=== spi_reconfig_responder_flat ===
==> src/rtl/spi_reconfig_responder_pkg.sv <==
// Shared types and helpers for the ESP32 reboot-command responder.
package spi_reconfig_responder_pkg;

   typedef enum logic [1:0] {
      ST_IDLE,
      ST_RECV,
      ST_ARM,
      ST_PULSE
   } state_e;

   localparam int unsigned CNT_W      = 5;
   localparam int unsigned FRAME_BITS = 16;
   localparam int unsigned CNT_SAT    = 17;

   // Loop-based ceiling log2, usable in constant expressions by any timer block.
   function automatic int unsigned clog2(input int unsigned value);
      int unsigned r;
      int unsigned v;
      r = 0;
      if (value > 1) begin
         v = value - 1;
         while (v > 0) begin
            r = r + 1;
            v = v >> 1;
         end
      end
      return r;
   endfunction

endpackage

==> src/rtl/spi_reconfig_responder_if.sv <==
// ESP32 SPI link as seen by the FPGA: the ESP drives, the responder listens.
interface spi_reconfig_responder_if;
   logic esp_cs_n;
   logic esp_sclk;
   logic esp_mosi;

   modport master (output esp_cs_n, esp_sclk, esp_mosi);
   modport slave  (input  esp_cs_n, esp_sclk, esp_mosi);
endinterface

==> src/rtl/spi_in_sync.sv <==
// Three-flop synchronizer with registered rise/fall strobes, all aligned to the third flop.
module spi_in_sync #(
   parameter logic RST_VAL = 1'b0
) (
   input  logic clk,
   input  logic rst_n,
   input  logic din,
   output logic level,
   output logic rise,
   output logic fall
);

   logic s1, s2, s3;

   always_ff @(posedge clk or negedge rst_n) begin
      if (!rst_n) begin
         s1   <= RST_VAL;
         s2   <= RST_VAL;
         s3   <= RST_VAL;
         rise <= 1'b0;
         fall <= 1'b0;
      end else begin
         s1   <= din;
         s2   <= s1;
         s3   <= s2;
         rise <= s2 & ~s3;
         fall <= ~s2 & s3;
      end
   end

   assign level = s3;

endmodule

==> src/rtl/spi_reconfig_responder.sv <==
// Listens for a two-byte reboot command on the ESP32 SPI link and issues one
// timed active-low reconfiguration pulse after the frame closes.
module spi_reconfig_responder
   import spi_reconfig_responder_pkg::*;
#(
   parameter int unsigned CLOCK_MHZ = 27,
   parameter logic [7:0]  CMD_BYTE  = 8'hA5,
   parameter logic [7:0]  KEY_BYTE  = 8'h5A,
   parameter int unsigned DELAY_US  = 100,
   parameter int unsigned PULSE_US  = 10
) (
   input  logic                     clk,
   input  logic                     rst_n,
   spi_reconfig_responder_if.slave  esp,
   output logic                     reconfig_n,
   output logic                     cmd_seen
);

   localparam int unsigned DELAY_CYC  = CLOCK_MHZ * DELAY_US;
   localparam int unsigned PULSE_CYC  = CLOCK_MHZ * PULSE_US;
   localparam int unsigned PULSE_LOAD = (PULSE_CYC > 0) ? PULSE_CYC - 1 : 0;
   localparam int unsigned MAX_CYC    = (DELAY_CYC > PULSE_CYC) ? DELAY_CYC : PULSE_CYC;
   // Timer is loaded with DELAY_CYC itself, so size it to hold that value.
   localparam int unsigned TIMER_W    = (clog2(MAX_CYC + 1) > 0) ? clog2(MAX_CYC + 1) : 1;
   localparam logic [15:0] CMD_WORD   = {CMD_BYTE, KEY_BYTE};

   logic cs_lvl, cs_rise, cs_fall;
   logic sclk_rise;
   logic sclk_lvl_unused, sclk_fall_unused;
   logic mosi_m1, mosi_s;

   spi_in_sync #(.RST_VAL(1'b1)) u_cs_sync (
      .clk   (clk),
      .rst_n (rst_n),
      .din   (esp.esp_cs_n),
      .level (cs_lvl),
      .rise  (cs_rise),
      .fall  (cs_fall)
   );

   spi_in_sync #(.RST_VAL(1'b0)) u_sclk_sync (
      .clk   (clk),
      .rst_n (rst_n),
      .din   (esp.esp_sclk),
      .level (sclk_lvl_unused),
      .rise  (sclk_rise),
      .fall  (sclk_fall_unused)
   );

   // mosi is stable around the sclk rising edge, two flops are enough.
   always_ff @(posedge clk or negedge rst_n) begin
      if (!rst_n) begin
         mosi_m1 <= 1'b0;
         mosi_s  <= 1'b0;
      end else begin
         mosi_m1 <= esp.esp_mosi;
         mosi_s  <= mosi_m1;
      end
   end

   state_e               state_q, state_d;
   logic [TIMER_W-1:0]   timer_q, timer_d;
   logic [CNT_W-1:0]     cnt_q, cnt_d;
   logic [15:0]          shift_q, shift_d;
   logic                 reconfig_n_d;
   logic                 cmd_seen_d;

   always_ff @(posedge clk or negedge rst_n) begin
      if (!rst_n) begin
         state_q    <= ST_IDLE;
         timer_q    <= '0;
         cnt_q      <= '0;
         shift_q    <= '0;
         reconfig_n <= 1'b1;
         cmd_seen   <= 1'b0;
      end else begin
         state_q    <= state_d;
         timer_q    <= timer_d;
         cnt_q      <= cnt_d;
         shift_q    <= shift_d;
         reconfig_n <= reconfig_n_d;
         cmd_seen   <= cmd_seen_d;
      end
   end

   // Frame capture, command match and the shared ARM/PULSE down-counter.
   always_comb begin
      state_d      = state_q;
      timer_d      = timer_q;
      cnt_d        = cnt_q;
      shift_d      = shift_q;
      reconfig_n_d = reconfig_n;
      cmd_seen_d   = 1'b0;

      if (cs_fall) begin
         cnt_d = '0;
      end

      case (state_q)
         ST_IDLE: begin
            if (cs_fall) begin
               state_d = ST_RECV;
            end
         end
         ST_RECV: begin
            // A closing cs_n wins over an sclk edge landing in the same clk.
            if (cs_rise) begin
               if ((cnt_q == CNT_W'(FRAME_BITS)) && (shift_q == CMD_WORD)) begin
                  cmd_seen_d = 1'b1;
                  timer_d    = TIMER_W'(DELAY_CYC);
                  state_d    = ST_ARM;
               end else begin
                  state_d = ST_IDLE;
               end
            end else if (sclk_rise && !cs_lvl) begin
               shift_d = {shift_q[14:0], mosi_s};
               if (cnt_q != CNT_W'(CNT_SAT)) begin
                  cnt_d = cnt_q + CNT_W'(1);
               end
            end
         end
         ST_ARM: begin
            if (timer_q == '0) begin
               reconfig_n_d = 1'b0;
               timer_d      = TIMER_W'(PULSE_LOAD);
               state_d      = ST_PULSE;
            end else begin
               timer_d = timer_q - TIMER_W'(1);
            end
         end
         ST_PULSE: begin
            if (timer_q == '0) begin
               reconfig_n_d = 1'b1;
               state_d      = ST_IDLE;
            end else begin
               timer_d = timer_q - TIMER_W'(1);
            end
         end
         default: begin
            state_d = ST_IDLE;
         end
      endcase
   end

endmodule
==> src/flat_wrapper.sv <==
// flat-port wrapper written by rule: the top's interface ports become plain ports
module spi_reconfig_responder_flat import spi_reconfig_responder_pkg::*;
#(
   parameter int unsigned CLOCK_MHZ = 27,
   parameter logic [7:0]  CMD_BYTE  = 8'hA5,
   parameter logic [7:0]  KEY_BYTE  = 8'h5A,
   parameter int unsigned DELAY_US  = 100,
   parameter int unsigned PULSE_US  = 10
)
  (clk, rst_n, reconfig_n, cmd_seen, esp_esp_cs_n, esp_esp_sclk, esp_esp_mosi);
  spi_reconfig_responder_if esp_i ();
  input  logic clk;
  input  logic rst_n;
  output logic reconfig_n;
  output logic cmd_seen;
  input wire logic [$bits(esp_i.esp_cs_n)-1:0] esp_esp_cs_n;
  input wire logic [$bits(esp_i.esp_sclk)-1:0] esp_esp_sclk;
  input wire logic [$bits(esp_i.esp_mosi)-1:0] esp_esp_mosi;
  assign esp_i.esp_cs_n = esp_esp_cs_n;
  assign esp_i.esp_sclk = esp_esp_sclk;
  assign esp_i.esp_mosi = esp_esp_mosi;
  spi_reconfig_responder #(.CLOCK_MHZ(CLOCK_MHZ), .CMD_BYTE(CMD_BYTE), .KEY_BYTE(KEY_BYTE), .DELAY_US(DELAY_US), .PULSE_US(PULSE_US)) u_core (.clk(clk), .rst_n(rst_n), .esp(esp_i), .reconfig_n(reconfig_n), .cmd_seen(cmd_seen));
endmodule
==> config.mk <==
export PLATFORM = sky130hd
export DESIGN_NAME = spi_reconfig_responder_flat
export DESIGN_NICKNAME = d
export VERILOG_FILES = /design/src/rtl/spi_reconfig_responder_pkg.sv /design/src/rtl/spi_reconfig_responder_if.sv /design/src/rtl/spi_in_sync.sv /design/src/rtl/spi_reconfig_responder.sv /design/src/flat_wrapper.sv
export SDC_FILE = /design/constraint.sdc
export NUM_CORES = 1
export LEC_CHECK = 0
export CAP_MARGIN = 40
export CORE_MARGIN = 3
export CORE_UTILIZATION = 51
export DETAILED_ROUTE_END_ITERATION = 10
export GPL_TIMING_DRIVEN = 0
export PLACE_DENSITY = 0.71
export SYNTH_ARGS = -nofsm -noshare
export SYNTH_HDL_FRONTEND = slang
export SYNTH_SLANG_ARGS = --single-unit
==> constraint.sdc <==
create_clock -name clk -period 3.9 [get_ports clk]
set_input_delay 0.78 -clock clk [delete_from_list [all_inputs] [get_ports clk]]
set_output_delay 0.78 -clock clk [all_outputs]
set_load 0.005 [all_outputs]
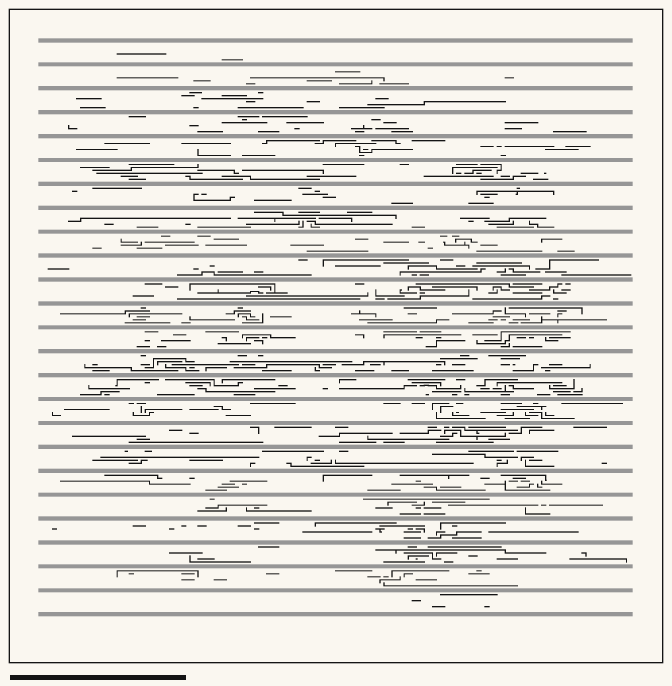
Figure 1: spi_reconfig_responder_flat, met1 routing.
The bar under the picture is 20 µm long. Supply wires on this layer in grey.
nets with wire on the layer: 202
wire length on this layer: 1860 µm
longest straight run: 20.7 µm

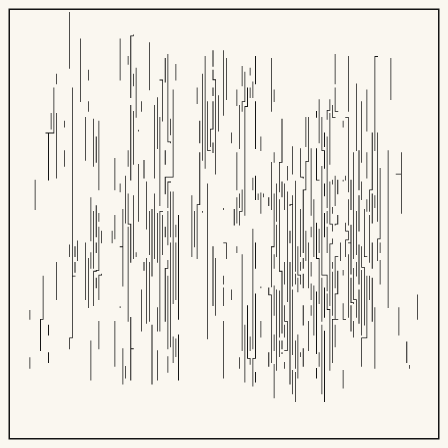
Figure 2: spi_reconfig_responder_flat, metal 2.
wire length on this layer: 2240 µm
main direction: vertical
longest straight run: 43.3 µm

==> summary.log <==
[outcome] run status finished, final reports clean
[timing] total of endpoints with negative setup slack in the final report 0
[synthesis] leading area contributor after synthesis sky130_fd_sc_hd__dfrtp_1
[global_route] GR Overflow Total 0
[critical_path] required time of the worst setup path 4090 ps
[cts] clock tree from TritonCTS yes
[synthesis] fraction of synthesis flops using an asynchronous set or reset pin 100%
[synthesis] largest non-sequential cell family by area simple AND/OR/NAND/NOR gates
[cells_and_area] synth-to-layout area growth 9.34%
[timing] Worst Hold Slack 319 ps
[critical_path] startpoint of the lowest-slack register-to-register path u_core.timer_q[0]
[routing] detailed-route vias per instance 6.04
[cells_and_area] register bank with the most flops u_core.shift_q
[cts] number of setup buffers added after CTS 0
[routing] met3 WL post-DR 155 µm
[cts] hold-fix buffers at CTS 0
[power_and_ir_drop] switching pwr 0.226 mW
[critical_path] worst path cell trace inv_1, ha_1, or3b_2, nor4_4, o21ai_0, a22o_1
[critical_path] buffering stage count on the worst path with inverters included 1
[power_and_ir_drop] Peak VDD IR 243 µV
[timing] Hold Violations, Final 0
[timing] Tightest Pin Transition 619 ps
==> final cells by class <==
class                           count  area [µm²]  area share [%]
Sequential cell                    48        1210            46.5
Multi-Input combinational cell    131        1080            41.5
Clock inverter                      1        5.00           0.193
Timing Repair Buffer                7        75.1            2.90
Inverter                           13        48.8            1.88
Clock buffer                        7        76.3            2.94
Tap cell                           52        65.1            2.51
Buffer                              6        40.0            1.54

=== fib_lpm_table ===
Figure 3. Met1 routing (fib_lpm_table).
The bar under the picture is 50 µm long. Supply wires on this layer in grey.
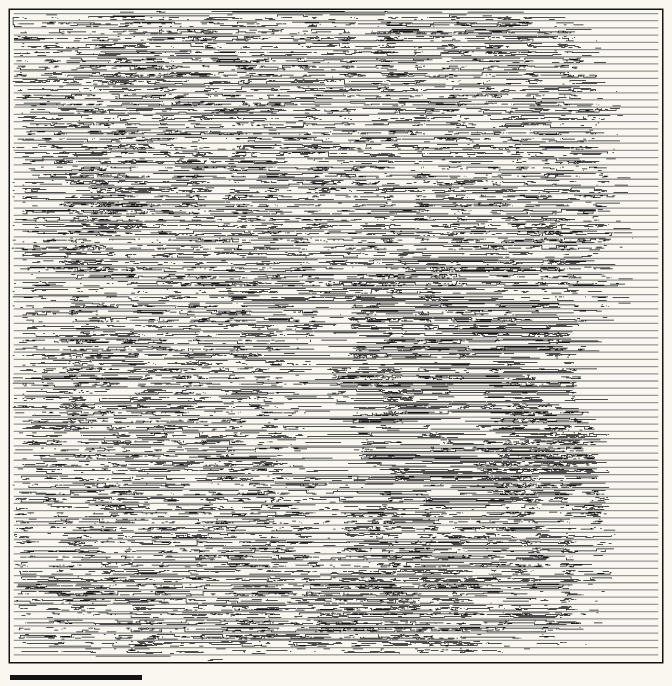
Figure 4. Metal 2 (fib_lpm_table).
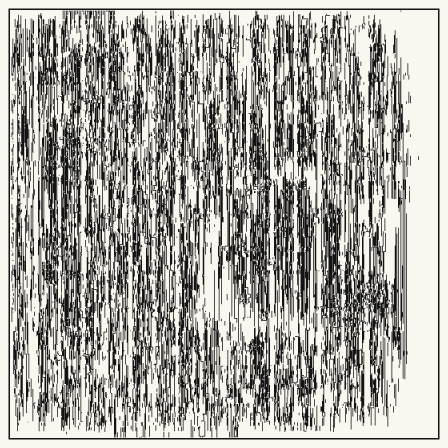
**src/rtl/fib_pkg.sv**
```systemverilog
// Shared types and helpers for the longest-prefix-match FIB table.
// Entry fields are sized to upper bounds; instances zero-extend their narrower fields.
package fib_pkg;

  localparam int MAX_PREFIX_W = 128;
  localparam int MAX_LEN_W    = 8;
  localparam int MAX_FACE_W   = 8;
  localparam int MAX_AGE_W    = 8;

  typedef struct packed {
    logic                    valid;
    logic [MAX_PREFIX_W-1:0] prefix;
    logic [MAX_LEN_W-1:0]    len;
    logic [MAX_FACE_W-1:0]   face;
    logic [MAX_AGE_W-1:0]    age;
  } fib_entry_t;

  typedef enum logic [1:0] {
    IDLE  = 2'd0,
    SCAN  = 2'd1,
    RESP  = 2'd2,
    WRITE = 2'd3
  } fib_state_t;

  // Sets the top 'len' bits of a 'width'-bit MSB-aligned field held in bits [width-1:0].
  function automatic logic [MAX_PREFIX_W-1:0] len_mask(input logic [MAX_LEN_W-1:0] len,
                                                        input int width);
    logic [MAX_PREFIX_W-1:0] m;
    m = '0;
    for (int i = 0; i < MAX_PREFIX_W; i++) begin
      if (i < width && i >= width - int'(len)) m[i] = 1'b1;
    end
    return m;
  endfunction

endpackage

```
**src/rtl/fib_prefix_match.sv**
```systemverilog
// Compares one stored entry against a (masked, clamped) key.
// match: entry covers the key; exact: same length and same masked prefix.
module fib_prefix_match
  import fib_pkg::*;
#(
  parameter int PREFIX_W = 64
) (
  input  fib_entry_t entry,
  input  fib_entry_t key,
  output logic       match,
  output logic       exact
);

  logic [MAX_PREFIX_W-1:0] mask;
  logic                    unused_fields;

  assign mask  = len_mask(entry.len, PREFIX_W);
  assign match = entry.valid && (entry.len <= key.len) &&
                 (((entry.prefix ^ key.prefix) & mask) == '0);
  assign exact = entry.valid && (entry.len == key.len) && (entry.prefix == key.prefix);

  assign unused_fields = ^{entry.face, entry.age, key.valid, key.face, key.age};

endmodule

```
**src/rtl/fib_lpm_table.sv**
```systemverilog
// DEPTH-entry prefix->face table with serial longest-prefix-match lookup and install/refresh.
// Build option FIB_LRU_EN: LRU eviction by per-entry age; otherwise round-robin eviction.
module fib_lpm_table
  import fib_pkg::*;
#(
  parameter int PREFIX_W = 64,
  parameter int LEN_W    = 7,
  parameter int DEPTH    = 8,
  parameter int FACE_W   = 2
) (
  input  logic                clk,
  input  logic                rst,
  input  logic                lookup_valid,
  output logic                lookup_ready,
  input  logic [PREFIX_W-1:0] lookup_prefix,
  input  logic [LEN_W-1:0]    lookup_len,
  output logic                result_valid,
  output logic                result_hit,
  output logic [FACE_W-1:0]   result_face,
  output logic [LEN_W-1:0]    result_len,
  input  logic                insert_valid,
  input  logic [PREFIX_W-1:0] insert_prefix,
  input  logic [LEN_W-1:0]    insert_len,
  input  logic [FACE_W-1:0]   insert_face,
  output logic                insert_done,
  output logic [LEN_W-1:0]    entry_count
);

  localparam int IDX_W = $clog2(DEPTH);
  localparam logic [LEN_W-1:0] LEN_MAX = LEN_W'(PREFIX_W);

  fib_state_t          state_reg;
  fib_entry_t          table_reg [DEPTH];
  fib_entry_t          key_reg;
  logic                op_insert_reg;
  logic [IDX_W-1:0]    idx_reg;

  logic                best_hit_reg;
  logic [IDX_W-1:0]    best_idx_reg;
  logic [MAX_LEN_W-1:0] best_len_reg;
  logic [MAX_FACE_W-1:0] best_face_reg;
  logic                exact_found_reg;
  logic [IDX_W-1:0]    exact_idx_reg;
  logic                free_found_reg;
  logic [IDX_W-1:0]    free_idx_reg;

  logic                lookup_ready_reg;
  logic                result_valid_reg;
  logic                result_hit_reg;
  logic [FACE_W-1:0]   result_face_reg;
  logic [LEN_W-1:0]    result_len_reg;
  logic                insert_done_reg;
  logic [LEN_W-1:0]    count_reg;

  assign lookup_ready = lookup_ready_reg;
  assign result_valid = result_valid_reg;
  assign result_hit   = result_hit_reg;
  assign result_face  = result_face_reg;
  assign result_len   = result_len_reg;
  assign insert_done  = insert_done_reg;
  assign entry_count  = count_reg;

  // Request capture: insert wins over a simultaneous lookup; lengths clamp to PREFIX_W.
  logic [LEN_W-1:0] req_len_raw;
  logic [LEN_W-1:0] req_len;
  fib_entry_t       req_key;

  always_comb begin
    req_len_raw    = insert_valid ? insert_len : lookup_len;
    req_len        = (req_len_raw > LEN_MAX) ? LEN_MAX : req_len_raw;
    req_key        = '0;
    req_key.valid  = 1'b1;
    req_key.len    = MAX_LEN_W'(req_len);
    req_key.prefix = MAX_PREFIX_W'(insert_valid ? insert_prefix : lookup_prefix) &
                     len_mask(MAX_LEN_W'(req_len), PREFIX_W);
    req_key.face   = insert_valid ? MAX_FACE_W'(insert_face) : '0;
  end

  fib_entry_t scan_entry;
  logic       scan_match;
  logic       scan_exact;

  assign scan_entry = table_reg[idx_reg];

  fib_prefix_match #(
    .PREFIX_W(PREFIX_W)
  ) u_match (
    .entry(scan_entry),
    .key  (key_reg),
    .match(scan_match),
    .exact(scan_exact)
  );

  logic [IDX_W-1:0] victim_idx;
  logic [IDX_W-1:0] write_idx;
  logic             write_is_free;
  logic             write_is_evict;

  assign write_is_free  = !exact_found_reg && free_found_reg;
  assign write_is_evict = !exact_found_reg && !free_found_reg;
  assign write_idx      = exact_found_reg ? exact_idx_reg :
                          free_found_reg  ? free_idx_reg  : victim_idx;

`ifdef FIB_LRU_EN
  localparam int AGE_W = $clog2(DEPTH);

  logic             touch_en;
  logic [IDX_W-1:0] touch_idx;
  logic [AGE_W-1:0] touch_age;
  logic [AGE_W-1:0] victim_age;
  logic [DEPTH-1:0] age_inc;

  // A fresh slot behaves as if it were the oldest, so every valid entry ages by one.
  always_comb begin
    touch_en  = 1'b0;
    touch_idx = best_idx_reg;
    touch_age = '0;
    if (state_reg == RESP && best_hit_reg) begin
      touch_en  = 1'b1;
      touch_age = table_reg[best_idx_reg].age[AGE_W-1:0];
    end else if (state_reg == WRITE) begin
      touch_en  = 1'b1;
      touch_idx = write_idx;
      touch_age = write_is_free ? AGE_W'(DEPTH-1) : table_reg[write_idx].age[AGE_W-1:0];
    end
  end

  for (genvar gi = 0; gi < DEPTH; gi++) begin : g_age
    assign age_inc[gi] = touch_en && table_reg[gi].valid && (IDX_W'(gi) != touch_idx) &&
                         (table_reg[gi].age[AGE_W-1:0] < touch_age);
  end

  always_comb begin
    victim_idx = '0;
    victim_age = table_reg[0].age[AGE_W-1:0];
    for (int i = 1; i < DEPTH; i++) begin
      if (table_reg[i].age[AGE_W-1:0] > victim_age) begin
        victim_age = table_reg[i].age[AGE_W-1:0];
        victim_idx = IDX_W'(i);
      end
    end
  end
`else
  logic [IDX_W-1:0] rr_ptr_reg;

  assign victim_idx = rr_ptr_reg;
`endif

  always_ff @(posedge clk) begin
    if (rst) begin
      state_reg        <= IDLE;
      for (int i = 0; i < DEPTH; i++) table_reg[i] <= '0;
      key_reg          <= '0;
      op_insert_reg    <= 1'b0;
      idx_reg          <= '0;
      best_hit_reg     <= 1'b0;
      best_idx_reg     <= '0;
      best_len_reg     <= '0;
      best_face_reg    <= '0;
      exact_found_reg  <= 1'b0;
      exact_idx_reg    <= '0;
      free_found_reg   <= 1'b0;
      free_idx_reg     <= '0;
      lookup_ready_reg <= 1'b1;
      result_valid_reg <= 1'b0;
      result_hit_reg   <= 1'b0;
      result_face_reg  <= '0;
      result_len_reg   <= '0;
      insert_done_reg  <= 1'b0;
      count_reg        <= '0;
`ifndef FIB_LRU_EN
      rr_ptr_reg       <= '0;
`endif
    end else begin
      result_valid_reg <= 1'b0;
      insert_done_reg  <= 1'b0;
`ifdef FIB_LRU_EN
      for (int i = 0; i < DEPTH; i++) begin
        if (age_inc[i]) table_reg[i].age <= table_reg[i].age + MAX_AGE_W'(1);
      end
`endif
      case (state_reg)
        IDLE: begin
          if (insert_valid || lookup_valid) begin
            key_reg          <= req_key;
            op_insert_reg    <= insert_valid;
            idx_reg          <= '0;
            best_hit_reg     <= 1'b0;
            best_idx_reg     <= '0;
            best_len_reg     <= '0;
            best_face_reg    <= '0;
            exact_found_reg  <= 1'b0;
            free_found_reg   <= 1'b0;
            lookup_ready_reg <= 1'b0;
            state_reg        <= SCAN;
          end
        end
        SCAN: begin
          if (op_insert_reg) begin
            if (scan_exact && !exact_found_reg) begin
              exact_found_reg <= 1'b1;
              exact_idx_reg   <= idx_reg;
            end
            if (!scan_entry.valid && !free_found_reg) begin
              free_found_reg <= 1'b1;
              free_idx_reg   <= idx_reg;
            end
          end else if (scan_match && (!best_hit_reg || scan_entry.len > best_len_reg)) begin
            // Strictly longer only, so equal-length ties keep the lower index.
            best_hit_reg  <= 1'b1;
            best_idx_reg  <= idx_reg;
            best_len_reg  <= scan_entry.len;
            best_face_reg <= scan_entry.face;
          end
          if (idx_reg == IDX_W'(DEPTH-1)) begin
            state_reg <= op_insert_reg ? WRITE : RESP;
          end else begin
            idx_reg <= idx_reg + IDX_W'(1);
          end
        end
        RESP: begin
          result_valid_reg <= 1'b1;
          result_hit_reg   <= best_hit_reg;
          result_face_reg  <= FACE_W'(best_face_reg);
          result_len_reg   <= LEN_W'(best_len_reg);
`ifdef FIB_LRU_EN
          if (best_hit_reg) table_reg[best_idx_reg].age <= '0;
`endif
          lookup_ready_reg <= 1'b1;
          state_reg        <= IDLE;
        end
        WRITE: begin
          table_reg[write_idx] <= key_reg;
          if (write_is_free) count_reg <= count_reg + LEN_W'(1);
`ifndef FIB_LRU_EN
          if (write_is_evict) begin
            rr_ptr_reg <= (rr_ptr_reg == IDX_W'(DEPTH-1)) ? '0 : rr_ptr_reg + IDX_W'(1);
          end
`endif
          insert_done_reg  <= 1'b1;
          lookup_ready_reg <= 1'b1;
          state_reg        <= IDLE;
        end
        default: state_reg <= IDLE;
      endcase
    end
  end

endmodule

```
**config.mk**
```make
export PLATFORM = sky130hd
export DESIGN_NAME = fib_lpm_table
export DESIGN_NICKNAME = d
export VERILOG_FILES = /design/src/rtl/fib_pkg.sv /design/src/rtl/fib_prefix_match.sv /design/src/rtl/fib_lpm_table.sv
export SDC_FILE = /design/constraint.sdc
export NUM_CORES = 1
export LEC_CHECK = 0
export CORE_UTILIZATION = 60
export CTS_BUF_LIST = sky130_fd_sc_hd__clkbuf_8
export DETAILED_ROUTE_END_ITERATION = 6
export PLACE_DENSITY = 0.84
export SYNTH_ARGS = -nofsm -noshare
export SYNTH_HDL_FRONTEND = slang
export SYNTH_SLANG_ARGS = --single-unit
```
**constraint.sdc**
```tcl
create_clock -name clk -period 8.9 [get_ports clk]
set_input_delay 1.335 -clock clk [delete_from_list [all_inputs] [get_ports clk]]
set_output_delay 1.335 -clock clk [all_outputs]
set_load 0.03 [all_outputs]
```
==> summary.log <==
[outcome] violations in the final reports DRC
[timing] total of endpoints with negative setup slack in the final report 0
[outcome] run status complete, but fails checks
[power_and_ir_drop] sequential power 3.83 mW
[synthesis] xor/xnor share 1.96%
[die] top-level I/O count 168
[routing] post-detailed-route DRC marker count 6
[job] Max-Cap Viols 0
[job] count of warning messages emitted by the tools 31
[power_and_ir_drop] switching pwr 2.12 mW
[critical_path] buffering stage count on the worst path with inverters included 3
[power_and_ir_drop] Peak VDD IR 194 µV
[routing] wire length per cell 28.7 µm
[cts] Clock Path Buffers 3
[critical_path] endpoint class of the critical path flop
About Figure 3:
nets with wire on the layer: 2971
main direction: horizontal
longest straight run: 78.2 µm
wire length on this layer: 40.6 mm

About Figure 4:
nets with wire on the layer: 2710
wire length on this layer: 51.1 mm

[layout make-up]
type | instances | area, µm² | share of cell area, %
sequential | 716 | 20300 | 50.8
antenna | 2 | 5.00 | 0.0125
tap | 773 | 967 | 2.42
multi-input combinational | 1850 | 14400 | 36.0
inverter | 36 | 138 | 0.345
clock buffer | 117 | 1610 | 4.03
clock inverter | 83 | 549 | 1.38
timing repair buffer | 213 | 2010 | 5.04

=== kf6845_vertical_address ===
Figure 5. Met1 routing (kf6845_vertical_address).
The bar under the picture is 50 µm long. Supply wires on this layer in grey.
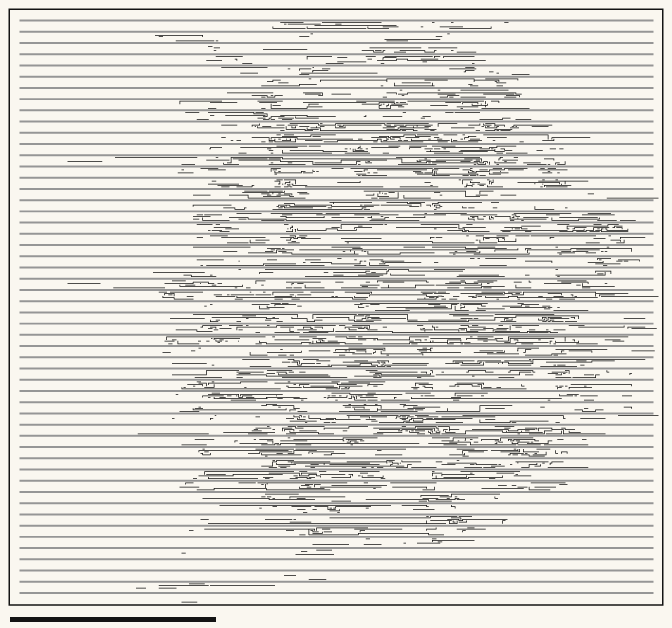
Figure 6. Metal 2 (kf6845_vertical_address).
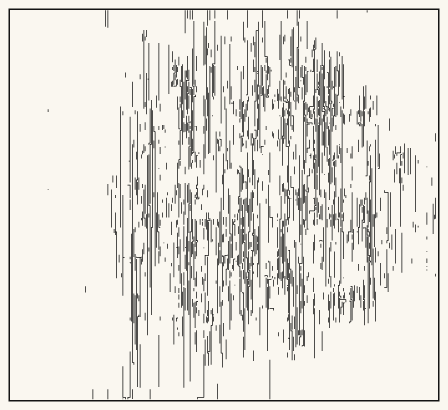
Figure 7. Met3 routing (kf6845_vertical_address).
The bar under the picture is 50 µm long. Cells faint in the background.
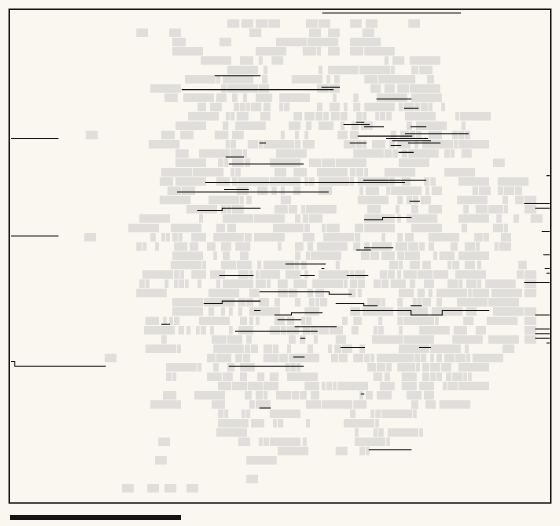
**src/rtl/kf6845_vertical_address.sv**
```systemverilog
// kf6845_vertical_address: vertical timing and refresh-address generator of the KF6845 CRTC.
module kf6845_vertical_address (
    input  logic        clock,
    input  logic        reset,
    input  logic        video_clock_enable,
    input  logic [7:0]  internal_data_bus_in,
    input  logic        write_vertical_total_register,
    input  logic        write_vertical_total_adjust_register,
    input  logic        write_vertical_displayed_register,
    input  logic        write_vsync_position_register,
    input  logic        write_max_scan_line_register,
    input  logic        write_start_address_h_register,
    input  logic        write_start_address_l_register,
    input  logic        h_display_end,
    input  logic        line_end,
    output logic [13:0] MA,
    output logic [4:0]  RA,
    output logic        V_total,
    output logic        VSYNC,
    output logic        v_display
);
    typedef enum logic {NORMAL, ADJUST} state_t;

    state_t      state, state_n;
    logic [6:0]  r4, r6, r7, row, row_n;
    logic [4:0]  r5, r9, ra, ra_n, adj, adj_n, ra_out_n;
    logic [13:0] sa, row_start, row_start_n, next_row_start, next_row_start_n, ma_n;
    logic [3:0]  vcnt, vcnt_n;
    logic        le, hde, row_end, last_row, frame_end, to_adjust, capture, new_row, vsync_set;
    logic        vsync_n, v_display_n, v_total_n;

    always_ff @(posedge clock or posedge reset) begin
        if (reset) begin
            r4 <= '0;
            r5 <= '0;
            r6 <= '0;
            r7 <= '0;
            r9 <= '0;
            sa <= '0;
        end else begin
            if (write_vertical_total_register)        r4 <= internal_data_bus_in[6:0];
            if (write_vertical_total_adjust_register) r5 <= internal_data_bus_in[4:0];
            if (write_vertical_displayed_register)    r6 <= internal_data_bus_in[6:0];
            if (write_vsync_position_register)        r7 <= internal_data_bus_in[6:0];
            if (write_max_scan_line_register)         r9 <= internal_data_bus_in[4:0];
            if (write_start_address_h_register)       sa[13:8] <= internal_data_bus_in[5:0];
            if (write_start_address_l_register)       sa[7:0] <= internal_data_bus_in;
        end
    end

    always_comb begin
        le               = video_clock_enable & line_end;
        hde              = video_clock_enable & h_display_end;
        row_end          = (state == NORMAL) && le && (ra >= r9);
        last_row         = row >= r4;
        frame_end        = (row_end && last_row && r5 == 5'd0) ||
                           ((state == ADJUST) && le && ({1'b0, adj} + 6'd1 >= {1'b0, r5}));
        to_adjust        = row_end && last_row && r5 != 5'd0;
        // Same-cycle h_display_end and line_end: the live MA feeds the new row start.
        capture          = hde && (state == NORMAL) && (ra >= r9);
        next_row_start_n = capture ? MA : next_row_start;
        state_n          = frame_end ? NORMAL : to_adjust ? ADJUST : state;
        row_n            = frame_end ? '0 : (row_end && !last_row) ? row + 7'd1 : row;
        ra_n             = (frame_end || row_end) ? '0 : ((state == NORMAL) && le) ? ra + 5'd1 : ra;
        adj_n            = to_adjust ? '0 : ((state == ADJUST) && le && !frame_end) ? adj + 5'd1 : adj;
        row_start_n      = frame_end ? sa : row_end ? next_row_start_n : row_start;
        ma_n             = frame_end ? sa : row_end ? next_row_start_n : le ? row_start :
                           video_clock_enable ? MA + 14'd1 : MA;
        ra_out_n         = (state_n == NORMAL) ? ra_n : adj_n;
        new_row          = frame_end || (row_end && !last_row);
        vsync_set        = new_row && (row_n == r7) && (r7 <= r4);
        vsync_n          = vsync_set || (VSYNC && !(le && vcnt == 4'd15));
        vcnt_n           = vsync_set ? '0 : (VSYNC && le) ? vcnt + 4'd1 : vcnt;
        v_display_n      = video_clock_enable ? ((state_n == NORMAL) && (row_n < r6)) : v_display;
        v_total_n        = frame_end && !V_total;
    end

    always_ff @(posedge clock or posedge reset) begin
        if (reset) begin
            state          <= NORMAL;
            row            <= '0;
            ra             <= '0;
            adj            <= '0;
            vcnt           <= '0;
            row_start      <= '0;
            next_row_start <= '0;
            MA             <= '0;
            RA             <= '0;
            V_total        <= 1'b0;
            VSYNC          <= 1'b0;
            v_display      <= 1'b0;
        end else begin
            state          <= state_n;
            row            <= row_n;
            ra             <= ra_n;
            adj            <= adj_n;
            vcnt           <= vcnt_n;
            row_start      <= row_start_n;
            next_row_start <= next_row_start_n;
            MA             <= ma_n;
            RA             <= ra_out_n;
            V_total        <= v_total_n;
            VSYNC          <= vsync_n;
            v_display      <= v_display_n;
        end
    end
endmodule
```
**config.mk**
```make
export PLATFORM = sky130hd
export DESIGN_NAME = kf6845_vertical_address
export DESIGN_NICKNAME = d
export VERILOG_FILES = /design/src/rtl/kf6845_vertical_address.sv
export SDC_FILE = /design/constraint.sdc
export NUM_CORES = 1
export LEC_CHECK = 0
export CORE_AREA = 2 2 156 142
export CTS_CLUSTER_SIZE = 20
export DETAILED_ROUTE_END_ITERATION = 16
export DIE_AREA = 0 0 158 144
export GPL_ROUTABILITY_DRIVEN = 0
export SYNTH_ARGS = -nofsm -noshare
export SYNTH_HDL_FRONTEND = slang
export SYNTH_SLANG_ARGS = --single-unit
```
**constraint.sdc**
```tcl
create_clock -name clock -period 6.9 [get_ports clock]
set_input_delay 1.38 -clock clock [delete_from_list [all_inputs] [get_ports clock]]
set_output_delay 1.38 -clock clock [all_outputs]
set_load 0.05 [all_outputs]
```
==> summary.log <==
[worst_hold_path] Hold Crit Class flop to flop
[cts] latest clock arrival within the worst-skew pair 420 ps
[power_and_ir_drop] power density cells 398 mW/mm²
[global_route] met3 Use GR 3.45%
[cells_and_area] Total Nets Final 723
[critical_path] delay-heaviest family, CP simple AND/OR/NAND/NOR gates
[synthesis] post-synthesis cell type with the largest instance count sky130_fd_sc_hd__dfrtp_1
[placed_design] Placed Cells 940
[die] chip footprint 0.0228 mm²
[power_and_ir_drop] share of total power in the clock network 28.8%
[synthesis] largest non-sequential cell family by area AND-OR/OR-AND gates
[die] overall die width 158 µm
[routing] metal2 WL 7250 µm
[synthesis] Synth top area share 46.8%
[routing] first-pass iteration count of the detailed router 5
[cts] clock-pin slew on the worst setup and hold paths 50 ps
[routing] total wire length after detailed routing 16200 µm
[global_route] first-pass GRT wire length 26100 µm
[cells_and_area] core utilization of the finished layout 35.5%
[cts] buffer cell driving the clock tree root sky130_fd_sc_hd__clkbuf_16
[outcome] run status finished, final reports clean
[cts] hold-fix buffers at CTS 0
[global_route] number of antenna violations at the first check in global routing 0
[cts] cells resized by post-CTS repair 0
[synthesis] xor/xnor share 3.64%
## Picture notes: Figure 5
longest straight run: 57.5 µm
wire length on this layer: 7860 µm
nets with wire on the layer: 678

## Picture notes: Figure 6
main direction: vertical
wire length on this layer: 7250 µm
share of all routed wire: 45%
longest straight run: 80.5 µm

## Picture notes: Figure 7
longest straight run: 58.2 µm
nets with wire on the layer: 47

metrics by stage:
step                instance area (µm²)  hold WS (ps)
finish                             7570           430
floorplan                          6260           440
CTS                                7570           436
detailed placement                 6990           432
global placement                   6990           414
global route                       7570           469
layout make-up:
cell class	instances	area (µm²)	area share, %
inverter	40	153	2.02
multi-input combinational	443	3070	40.6
tap	291	364	4.81
timing repair buffer	49	470	6.21
sequential	117	2930	38.7
clock inverter	12	129	1.70
clock buffer	20	457	6.03

=== mesm6_mem_responder ===
Figure 8. Met1 routing (mesm6_mem_responder).
The bar under the picture is 20 µm long. Supply wires on this layer in grey.
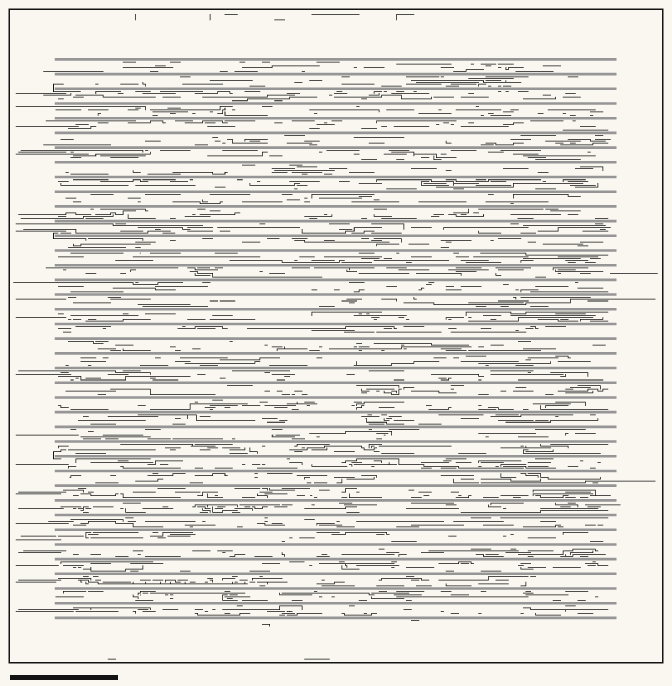
Figure 9. The clock network (mesm6_mem_responder).
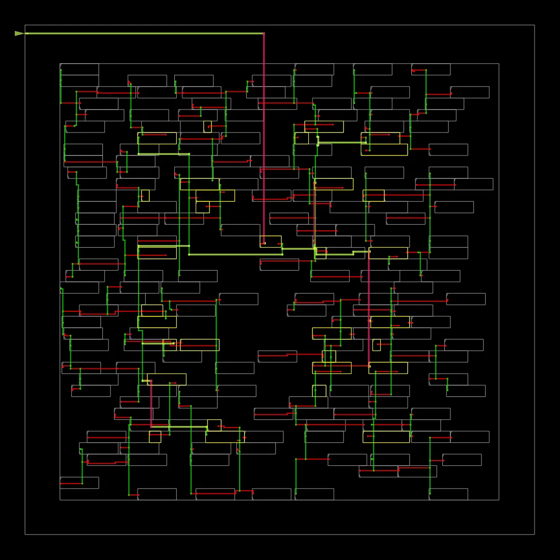
==> config.mk <==
export PLATFORM = sky130hd
export DESIGN_NAME = mesm6_mem_responder
export DESIGN_NICKNAME = d
export VERILOG_FILES = /design/src/rtl/mesm6_mem_responder.sv
export SDC_FILE = /design/constraint.sdc
export NUM_CORES = 1
export LEC_CHECK = 0
export CORE_MARGIN = 8
export CORE_UTILIZATION = 65
export CTS_CLUSTER_DIAMETER = 150
export CTS_CLUSTER_SIZE = 40
export DETAILED_ROUTE_END_ITERATION = 8
export DONT_BUFFER_PORTS = 1
export PLACE_DENSITY_LB_ADDON = 0.05
export SLEW_MARGIN = 0
export SYNTH_ARGS = -nofsm -noshare
export SYNTH_HDL_FRONTEND = slang
export SYNTH_SLANG_ARGS = --single-unit
==> constraint.sdc <==
create_clock -name clk -period 4.5 [get_ports clk]
set_input_delay 0.9 -clock clk [delete_from_list [all_inputs] [get_ports clk]]
set_output_delay 0.9 -clock clk [all_outputs]
set_load 0.1 [all_outputs]
==> src/rtl/mesm6_mem_responder.sv <==
// rtl/mesm6_mem_responder.sv - single-port SRAM responder arbitrating MESM-6 instruction and data buses
// Optional one-word fetch buffer: define MESM6_MEM_FETCH_BUF_EN.

module mesm6_mem_responder #(
    parameter int WAIT_STATES = 0
) (
    input  logic        clk,
    input  logic        reset,
    input  logic        ibus_fetch,
    input  logic [14:0] ibus_addr,
    output logic [47:0] ibus_input,
    output logic        ibus_done,
    input  logic        dbus_read,
    input  logic        dbus_write,
    input  logic [14:0] dbus_addr,
    input  logic [47:0] dbus_output,
    output logic [47:0] dbus_input,
    output logic        dbus_done,
    output logic [14:0] ram_addr,
    output logic        ram_en,
    output logic        ram_we,
    output logic [47:0] ram_wdata,
    input  logic [47:0] ram_rdata
);

    typedef enum logic [1:0] {
        IDLE,
        ACCESS,
        WAIT,
        DONE
    } state_t;

    localparam logic [1:0] K_FETCH = 2'd0;
    localparam logic [1:0] K_READ  = 2'd1;
    localparam logic [1:0] K_WRITE = 2'd2;

    localparam logic [3:0] WS = 4'(WAIT_STATES);

    state_t      state, state_nx;
    logic [1:0]  kind_q;
    logic [14:0] addr_q;
    logic [47:0] wdata_q;
    logic [3:0]  cnt_q;
    logic        acc_d;
    logic [47:0] rdata_q;
    logic [47:0] ibus_q;
    logic [47:0] dbus_q;
    logic        dbus_req;
    logic        any_req;
    logic        hit;
    logic [47:0] rd_stage;
    logic [47:0] staged;

    assign dbus_req = dbus_read | dbus_write;
    assign any_req  = dbus_req | ibus_fetch;

    // Zero wait states: SRAM data arrives exactly in DONE, so use it directly.
    // Otherwise it was captured one cycle after ACCESS and held in rdata_q.
    assign rd_stage = (WAIT_STATES == 0) ? ram_rdata : rdata_q;

`ifdef MESM6_MEM_FETCH_BUF_EN
    logic [14:0] buf_addr;
    logic [47:0] buf_data;
    logic        buf_valid;
    logic        hit_q;

    // A fetch only hits when no data request takes priority this cycle.
    assign hit    = ibus_fetch && !dbus_req && buf_valid && (buf_addr == ibus_addr);
    assign staged = hit_q ? buf_data : rd_stage;

    // Fetch buffer: refilled by every SRAM fetch, dropped on a write to its word.
    always_ff @(posedge clk or negedge reset) begin
        if (!reset) begin
            buf_addr  <= 15'd0;
            buf_data  <= 48'd0;
            buf_valid <= 1'b0;
            hit_q     <= 1'b0;
        end else begin
            if (state == IDLE && any_req) begin
                hit_q <= hit;
            end
            if (state == DONE && kind_q == K_FETCH && !hit_q) begin
                buf_addr  <= addr_q;
                buf_data  <= rd_stage;
                buf_valid <= 1'b1;
            end else if (state == DONE && kind_q == K_WRITE && addr_q == buf_addr) begin
                buf_valid <= 1'b0;
            end
        end
    end
`else
    assign hit    = 1'b0;
    assign staged = rd_stage;
`endif

    // State register.
    always_ff @(posedge clk or negedge reset) begin
        if (!reset) begin
            state <= IDLE;
        end else begin
            state <= state_nx;
        end
    end

    // Next state and SRAM/done strobes decoded from the current state.
    always_comb begin
        state_nx  = state;
        ram_en    = 1'b0;
        ram_we    = 1'b0;
        ibus_done = 1'b0;
        dbus_done = 1'b0;
        case (state)
            IDLE: begin
                if (any_req) begin
                    state_nx = hit ? DONE : ACCESS;
                end
            end
            ACCESS: begin
                ram_en   = 1'b1;
                ram_we   = (kind_q == K_WRITE);
                state_nx = (WS != 4'd0) ? WAIT : DONE;
            end
            WAIT: begin
                if (cnt_q == 4'd0) begin
                    state_nx = DONE;
                end
            end
            DONE: begin
                ibus_done = (kind_q == K_FETCH);
                dbus_done = (kind_q != K_FETCH);
                state_nx  = IDLE;
            end
            default: state_nx = IDLE;
        endcase
    end

    // Request latch, wait counter and read-data capture.
    always_ff @(posedge clk or negedge reset) begin
        if (!reset) begin
            kind_q  <= K_FETCH;
            addr_q  <= 15'd0;
            wdata_q <= 48'd0;
            cnt_q   <= 4'd0;
            acc_d   <= 1'b0;
            rdata_q <= 48'd0;
        end else begin
            acc_d <= (state == ACCESS);
            if (acc_d) begin
                rdata_q <= ram_rdata;
            end
            case (state)
                IDLE: begin
                    if (dbus_req) begin
                        addr_q  <= dbus_addr;
                        wdata_q <= dbus_output;
                        kind_q  <= dbus_write ? K_WRITE : K_READ;
                    end else if (ibus_fetch) begin
                        addr_q <= ibus_addr;
                        kind_q <= K_FETCH;
                    end
                end
                ACCESS: begin
                    cnt_q <= (WS != 4'd0) ? (WS - 4'd1) : 4'd0;
                end
                WAIT: begin
                    if (cnt_q != 4'd0) begin
                        cnt_q <= cnt_q - 4'd1;
                    end
                end
                default: ;
            endcase
        end
    end

    // Bus read-data holding registers, updated as each access of their kind completes.
    always_ff @(posedge clk or negedge reset) begin
        if (!reset) begin
            ibus_q <= 48'd0;
            dbus_q <= 48'd0;
        end else if (state == DONE) begin
            if (kind_q == K_FETCH) begin
                ibus_q <= staged;
            end else if (kind_q == K_READ) begin
                dbus_q <= staged;
            end
        end
    end

    assign ibus_input = (state == DONE && kind_q == K_FETCH) ? staged : ibus_q;
    assign dbus_input = (state == DONE && kind_q == K_READ) ? staged : dbus_q;
    assign ram_addr   = addr_q;
    assign ram_wdata  = wdata_q;

endmodule

==> summary.log <==
[routing] wire length per cell 24.4 µm
[critical_path] Crit Path Category flop to output port
[global_route] number of global-route vias before repair 4276
[synthesis] largest non-sequential cell family by area multiplexers
[cells_and_area] count of filler cells inserted in the layout 666
[die] total number of tap cells 140
[placed_design] Placed Cells 634
[cells_and_area] fraction of final layout cells with drive strength greater than 1 43.7%
[die] overall die width 121 µm
[critical_path] startpoint of the lowest-slack register-to-register path state[1]
[synthesis] Synth top area share 58.7%
[cells_and_area] synth-to-layout area growth 14.0%
[critical_path] minimum setup slack among reg-to-reg paths 2110 ps
[critical_path] launch point of the worst path state[1]
[outcome] run status finished, final reports clean
[routing] DR iter-0 viols 237
[synthesis] compound-cell area share of the yosys netlist 1.85%
[cells_and_area] Non-Clock Buffer Count 47
[routing] first-pass iteration count of the detailed router 4
[critical_path] reg2reg end ibus_q[39]
[critical_path] startpoint types flop
## Picture notes: Figure 8
share of all routed wire: 35%
longest straight run: 27.6 µm
nets with wire on the layer: 578
main direction: horizontal

## Picture notes: Figure 9
number of clock sinks: 167
maximum clock skew at final layout: 4.82 ps

-- worst max-delay path, cell delays in order (launching register included) --
cell and delay, ps:
sky130_fd_sc_hd__dfrtp_1 410, sky130_fd_sc_hd__ha_1 270, sky130_fd_sc_hd__nand3b_4 460, sky130_fd_sc_hd__buf_12 400, sky130_fd_sc_hd__mux2_2 620
-- routing by layer --
| metal | GRT usage, % | vias to the layer above |
|---|---|---|
| met3 | 11.6 | 17 |
| li1 | - | 1755 |
| met5 | 0 | - |
| met1 | 23.7 | 1919 |
| met4 | 7.49 | 0 |
| met2 | 38.0 | 187 |

=== alu_exec_unit ===
`config.mk`:
```
export PLATFORM = sky130hd
export DESIGN_NAME = alu_exec_unit
export DESIGN_NICKNAME = d
export VERILOG_FILES = /design/src/rtl/alu_exec_pkg.sv /design/src/rtl/alu_exec_decode.sv /design/src/rtl/alu_exec_unit.sv
export SDC_FILE = /design/constraint.sdc
export NUM_CORES = 1
export LEC_CHECK = 0
export CAP_MARGIN = 20
export CORE_MARGIN = 2
export CORE_UTILIZATION = 35
export DETAILED_ROUTE_END_ITERATION = 8
export GPL_TIMING_DRIVEN = 0
export MAX_ROUTING_LAYER = met4
export SLEW_MARGIN = 20
export SYNTH_ARGS = -nofsm -noshare
export SYNTH_HDL_FRONTEND = slang
export SYNTH_HIERARCHICAL = 1
export SYNTH_SLANG_ARGS = --single-unit
export TNS_END_PERCENT = 10
```
`constraint.sdc`:
```
create_clock -name clk -period 2.2 [get_ports clk]
set_input_delay 0.44 -clock clk [delete_from_list [all_inputs] [get_ports clk]]
set_output_delay 0.44 -clock clk [all_outputs]
set_load 0.02 [all_outputs]
```
`src/rtl/alu_exec_pkg.sv`:
```
// Shared constants for the registered execute-stage slice: aluop classes, ALU op codes, funct codes.
// Shift op codes are only emitted by the decoder when ALU_SHIFT_EN is defined.
package alu_exec_pkg;

    localparam logic [2:0] ALUOP_ADD   = 3'b000;
    localparam logic [2:0] ALUOP_SUB   = 3'b001;
    localparam logic [2:0] ALUOP_RTYPE = 3'b010;
    localparam logic [2:0] ALUOP_OR    = 3'b011;
    localparam logic [2:0] ALUOP_AND   = 3'b100;
    localparam logic [2:0] ALUOP_NAND  = 3'b101;
    localparam logic [2:0] ALUOP_SLT   = 3'b110;
    localparam logic [2:0] ALUOP_PASSB = 3'b111;

    localparam logic [3:0] OP_AND   = 4'b0000;
    localparam logic [3:0] OP_OR    = 4'b0001;
    localparam logic [3:0] OP_ADD   = 4'b0010;
    localparam logic [3:0] OP_XOR   = 4'b0011;
    localparam logic [3:0] OP_NOR   = 4'b0100;
    localparam logic [3:0] OP_NAND  = 4'b0101;
    localparam logic [3:0] OP_SUB   = 4'b0110;
    localparam logic [3:0] OP_SLT   = 4'b0111;
    localparam logic [3:0] OP_PASSB = 4'b1000;
    localparam logic [3:0] OP_SLL   = 4'b1001;
    localparam logic [3:0] OP_SRL   = 4'b1010;

    localparam logic [3:0] FUNCT_ADD = 4'b0000;
    localparam logic [3:0] FUNCT_SUB = 4'b0010;
    localparam logic [3:0] FUNCT_AND = 4'b0100;
    localparam logic [3:0] FUNCT_OR  = 4'b0101;
    localparam logic [3:0] FUNCT_XOR = 4'b0110;
    localparam logic [3:0] FUNCT_NOR = 4'b0111;
    localparam logic [3:0] FUNCT_SLL = 4'b1000;
    localparam logic [3:0] FUNCT_SRL = 4'b1001;
    localparam logic [3:0] FUNCT_SLT = 4'b1010;

endpackage

```
`src/rtl/alu_exec_decode.sv`:
```
// ALU-control decoder: maps the main-control aluop class and funct low bits to a 4-bit ALU op.
// Optional macro ALU_SHIFT_EN adds the sll/srl funct decodes.
module alu_exec_decode
    import alu_exec_pkg::*;
(
    input  logic [2:0] aluop,
    input  logic [3:0] funct,
    output logic [3:0] gout
);

    always_comb begin
        gout = OP_ADD;
        case (aluop)
            ALUOP_ADD:   gout = OP_ADD;
            ALUOP_SUB:   gout = OP_SUB;
            ALUOP_OR:    gout = OP_OR;
            ALUOP_AND:   gout = OP_AND;
            ALUOP_NAND:  gout = OP_NAND;
            ALUOP_SLT:   gout = OP_SLT;
            ALUOP_PASSB: gout = OP_PASSB;
            ALUOP_RTYPE: begin
                // Unlisted funct codes fall back to add
                case (funct)
                    FUNCT_SUB: gout = OP_SUB;
                    FUNCT_AND: gout = OP_AND;
                    FUNCT_OR:  gout = OP_OR;
                    FUNCT_XOR: gout = OP_XOR;
                    FUNCT_NOR: gout = OP_NOR;
                    FUNCT_SLT: gout = OP_SLT;
`ifdef ALU_SHIFT_EN
                    FUNCT_SLL: gout = OP_SLL;
                    FUNCT_SRL: gout = OP_SRL;
`endif
                    default:   gout = OP_ADD;
                endcase
            end
            default:     gout = OP_ADD;
        endcase
    end

endmodule

```
`src/rtl/alu_exec_unit.sv`:
```
// Registered execute stage: ALU-control decode, 32-bit ALU with flags and a free address adder,
// all captured in one output register with a valid bit. Macro ALU_SHIFT_EN enables sll/srl.
module alu_exec_unit
    import alu_exec_pkg::*;
#(
    parameter int WIDTH = 32
) (
    input  logic             clk,
    input  logic             rst_n,
    input  logic             in_valid,
    input  logic [2:0]       aluop,
    input  logic [3:0]       funct,
    input  logic [WIDTH-1:0] a,
    input  logic [WIDTH-1:0] b,
    input  logic [WIDTH-1:0] add_a,
    input  logic [WIDTH-1:0] add_b,
    output logic             out_valid,
    output logic [3:0]       gout,
    output logic [WIDTH-1:0] sum,
    output logic             zout,
    output logic             zflag,
    output logic             nflag,
    output logic             vflag,
    output logic [WIDTH-1:0] add_sum
);

    logic [3:0]       op;
    logic [WIDTH-1:0] alu_result;
    logic             alu_v;

    logic             out_valid_d, out_valid_q;
    logic [3:0]       gout_d, gout_q;
    logic [WIDTH-1:0] sum_d, sum_q;
    logic             zout_d, zout_q;
    logic             nflag_d, nflag_q;
    logic             vflag_d, vflag_q;
    logic [WIDTH-1:0] add_sum_d, add_sum_q;

    alu_exec_decode u_decode (
        .aluop (aluop),
        .funct (funct),
        .gout  (op)
    );

    always_comb begin
        alu_result = '0;
        alu_v      = 1'b0;
        case (op)
            OP_AND:   alu_result = a & b;
            OP_OR:    alu_result = a | b;
            OP_XOR:   alu_result = a ^ b;
            OP_NOR:   alu_result = ~(a | b);
            OP_NAND:  alu_result = ~(a & b);
            OP_PASSB: alu_result = b;
            OP_ADD: begin
                alu_result = a + b;
                alu_v      = (a[WIDTH-1] == b[WIDTH-1]) && (alu_result[WIDTH-1] != a[WIDTH-1]);
            end
            OP_SUB: begin
                alu_result = a - b;
                alu_v      = (a[WIDTH-1] != b[WIDTH-1]) && (alu_result[WIDTH-1] != a[WIDTH-1]);
            end
            // Real signed compare, so it stays correct when a-b would overflow
            OP_SLT:   alu_result = {{(WIDTH-1){1'b0}}, ($signed(a) < $signed(b))};
`ifdef ALU_SHIFT_EN
            OP_SLL:   alu_result = a << b[4:0];
            OP_SRL:   alu_result = a >> b[4:0];
`endif
            default:  alu_result = '0;
        endcase
    end

    always_comb begin
        out_valid_d = in_valid;
        gout_d      = in_valid ? op : gout_q;
        sum_d       = in_valid ? alu_result : sum_q;
        zout_d      = in_valid ? (alu_result == '0) : zout_q;
        nflag_d     = in_valid ? alu_result[WIDTH-1] : nflag_q;
        vflag_d     = in_valid ? alu_v : vflag_q;
        add_sum_d   = in_valid ? (add_a + add_b) : add_sum_q;
    end

    always_ff @(posedge clk or negedge rst_n) begin
        if (!rst_n) begin
            out_valid_q <= 1'b0;
            gout_q      <= '0;
            sum_q       <= '0;
            zout_q      <= 1'b0;
            nflag_q     <= 1'b0;
            vflag_q     <= 1'b0;
            add_sum_q   <= '0;
        end else begin
            out_valid_q <= out_valid_d;
            gout_q      <= gout_d;
            sum_q       <= sum_d;
            zout_q      <= zout_d;
            nflag_q     <= nflag_d;
            vflag_q     <= vflag_d;
            add_sum_q   <= add_sum_d;
        end
    end

    assign out_valid = out_valid_q;
    assign gout      = gout_q;
    assign sum       = sum_q;
    assign zout      = zout_q;
    assign zflag     = zout_q;
    assign nflag     = nflag_q;
    assign vflag     = vflag_q;
    assign add_sum   = add_sum_q;

endmodule

```
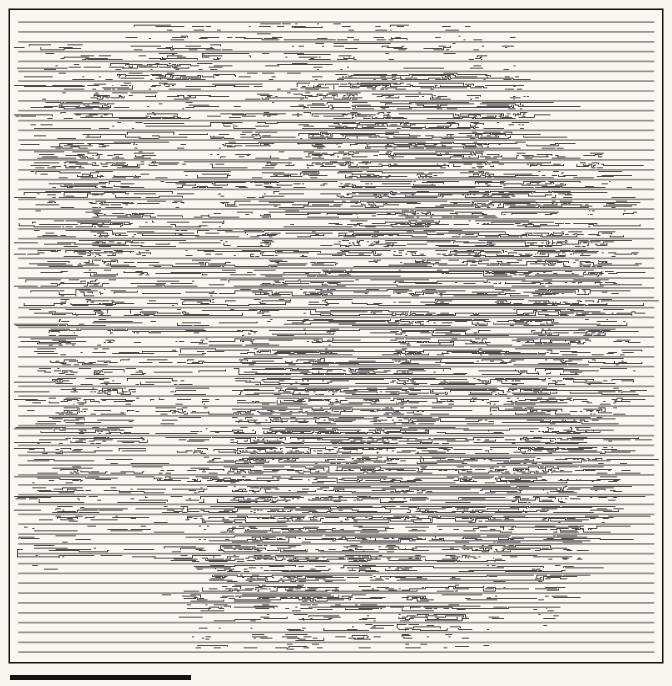
Figure 10: alu_exec_unit, met1 routing.
The bar under the picture is 50 µm long. Supply wires on this layer in grey.
wire length on this layer: 20.5 mm
share of all routed wire: 40%
main direction: horizontal

==> summary.log <==
[global_route] number of antenna violations at the first check in global routing 0
[synthesis] largest non-sequential cell family by area AND-OR/OR-AND gates
[timing] total of endpoints with negative setup slack in the final report 56
[routing] met3 WL post-DR 5090 µm
[outcome] violations in the final reports setup timing
[synthesis] cells taking the most area after synthesis sky130_fd_sc_hd__dfrtp_1 16%, sky130_fd_sc_hd__ha_1 15%, sky130_fd_sc_hd__a21oi_1 6.4%, sky130_fd_sc_hd__nor2_1 5.4%, sky130_fd_sc_hd__mux2_2 4.4%
[critical_path] required time of the worst setup path 2450 ps
[timing] worst setup slack after layout -1190 ps
[worst_hold_path] beginning of the worst hold path sum[9]
[cts] latest clock arrival within the worst-skew pair 330 ps
[routing] uppermost layer routed met4
[critical_path] data arrival time of the worst path 3640 ps
[synthesis] compound-cell area share of the yosys netlist 29.7%
[critical_path] startpoint of the lowest-slack register-to-register path sum[24]
[synthesis] Yosys Instances 1423
[critical_path] startpoint types input port
[critical_path] CP endpoint zflag
[cells_and_area] most frequent logic cell in the layout sky130_fd_sc_hd__clkdlybuf4s50_1
[synthesis] Yosys Chip Area 0.0109 mm²
[outcome] run status complete, but fails checks
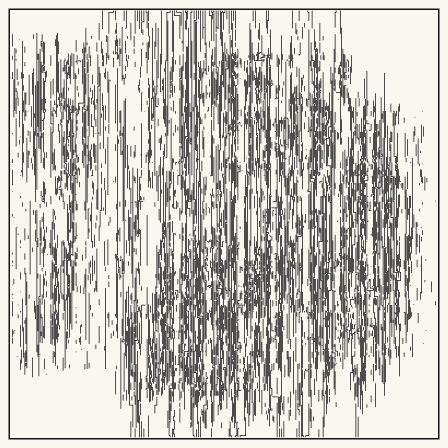
Figure 11: alu_exec_unit, metal 2.
wire length on this layer: 23.5 mm
longest straight run: 88.3 µm
nets with wire on the layer: 1776
share of all routed wire: 45%
main direction: vertical

==> cell type report <==
| cell class | instances | area, µm² |
|---|---|---|
| inverters | 113 | 470 |
| clock buffers | 9 | 225 |
| fillers | 2760 | 13200 |
| repair buffers | 357 | 3330 |
| well taps | 396 | 495 |
| plain buffers | 74 | 764 |
| flip-flops and latches | 71 | 1780 |
| multi-input cells | 1154 | 10200 |
| clock inverters | 7 | 78.8 |
==> report_power, final <==
group          internal, mW  leakage (nW)  switching (mW)
sequential             1.58         0.824           0.181
combinational          2.61          6.35            3.13
clock                 0.892         0.151           0.607


==> screenshots <==
Met4 routing.
Supply wires on this layer in grey.
(a)
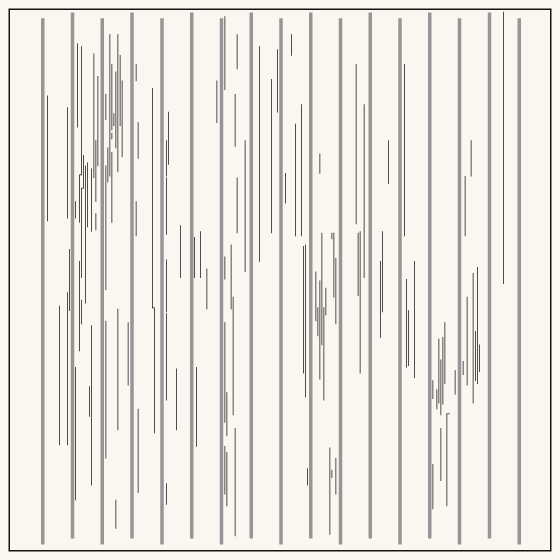
(b)
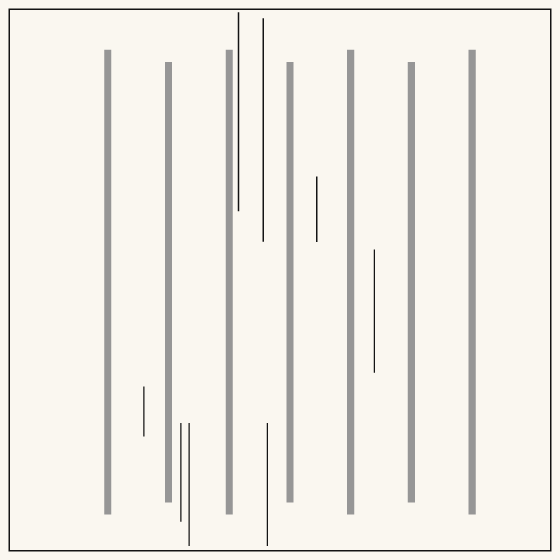
(c)
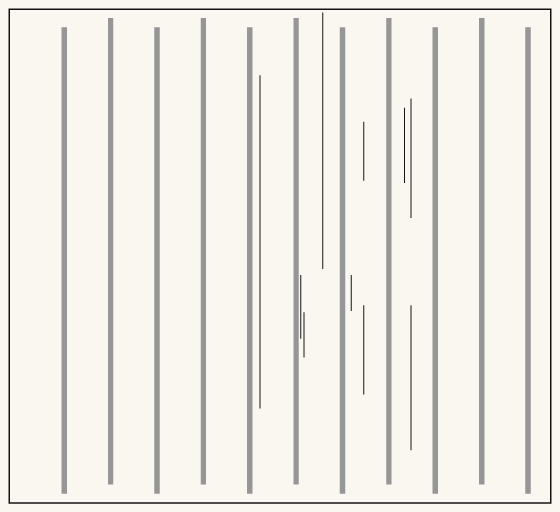
(d)
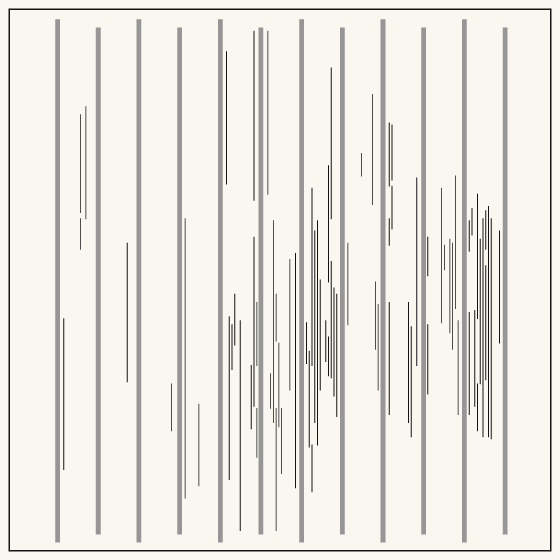
mesm6_mem_responder -> (b)
alu_exec_unit -> (d)
fib_lpm_table -> (a)
kf6845_vertical_address -> (c)

Power is estimated from default activity; no workload was simulated.
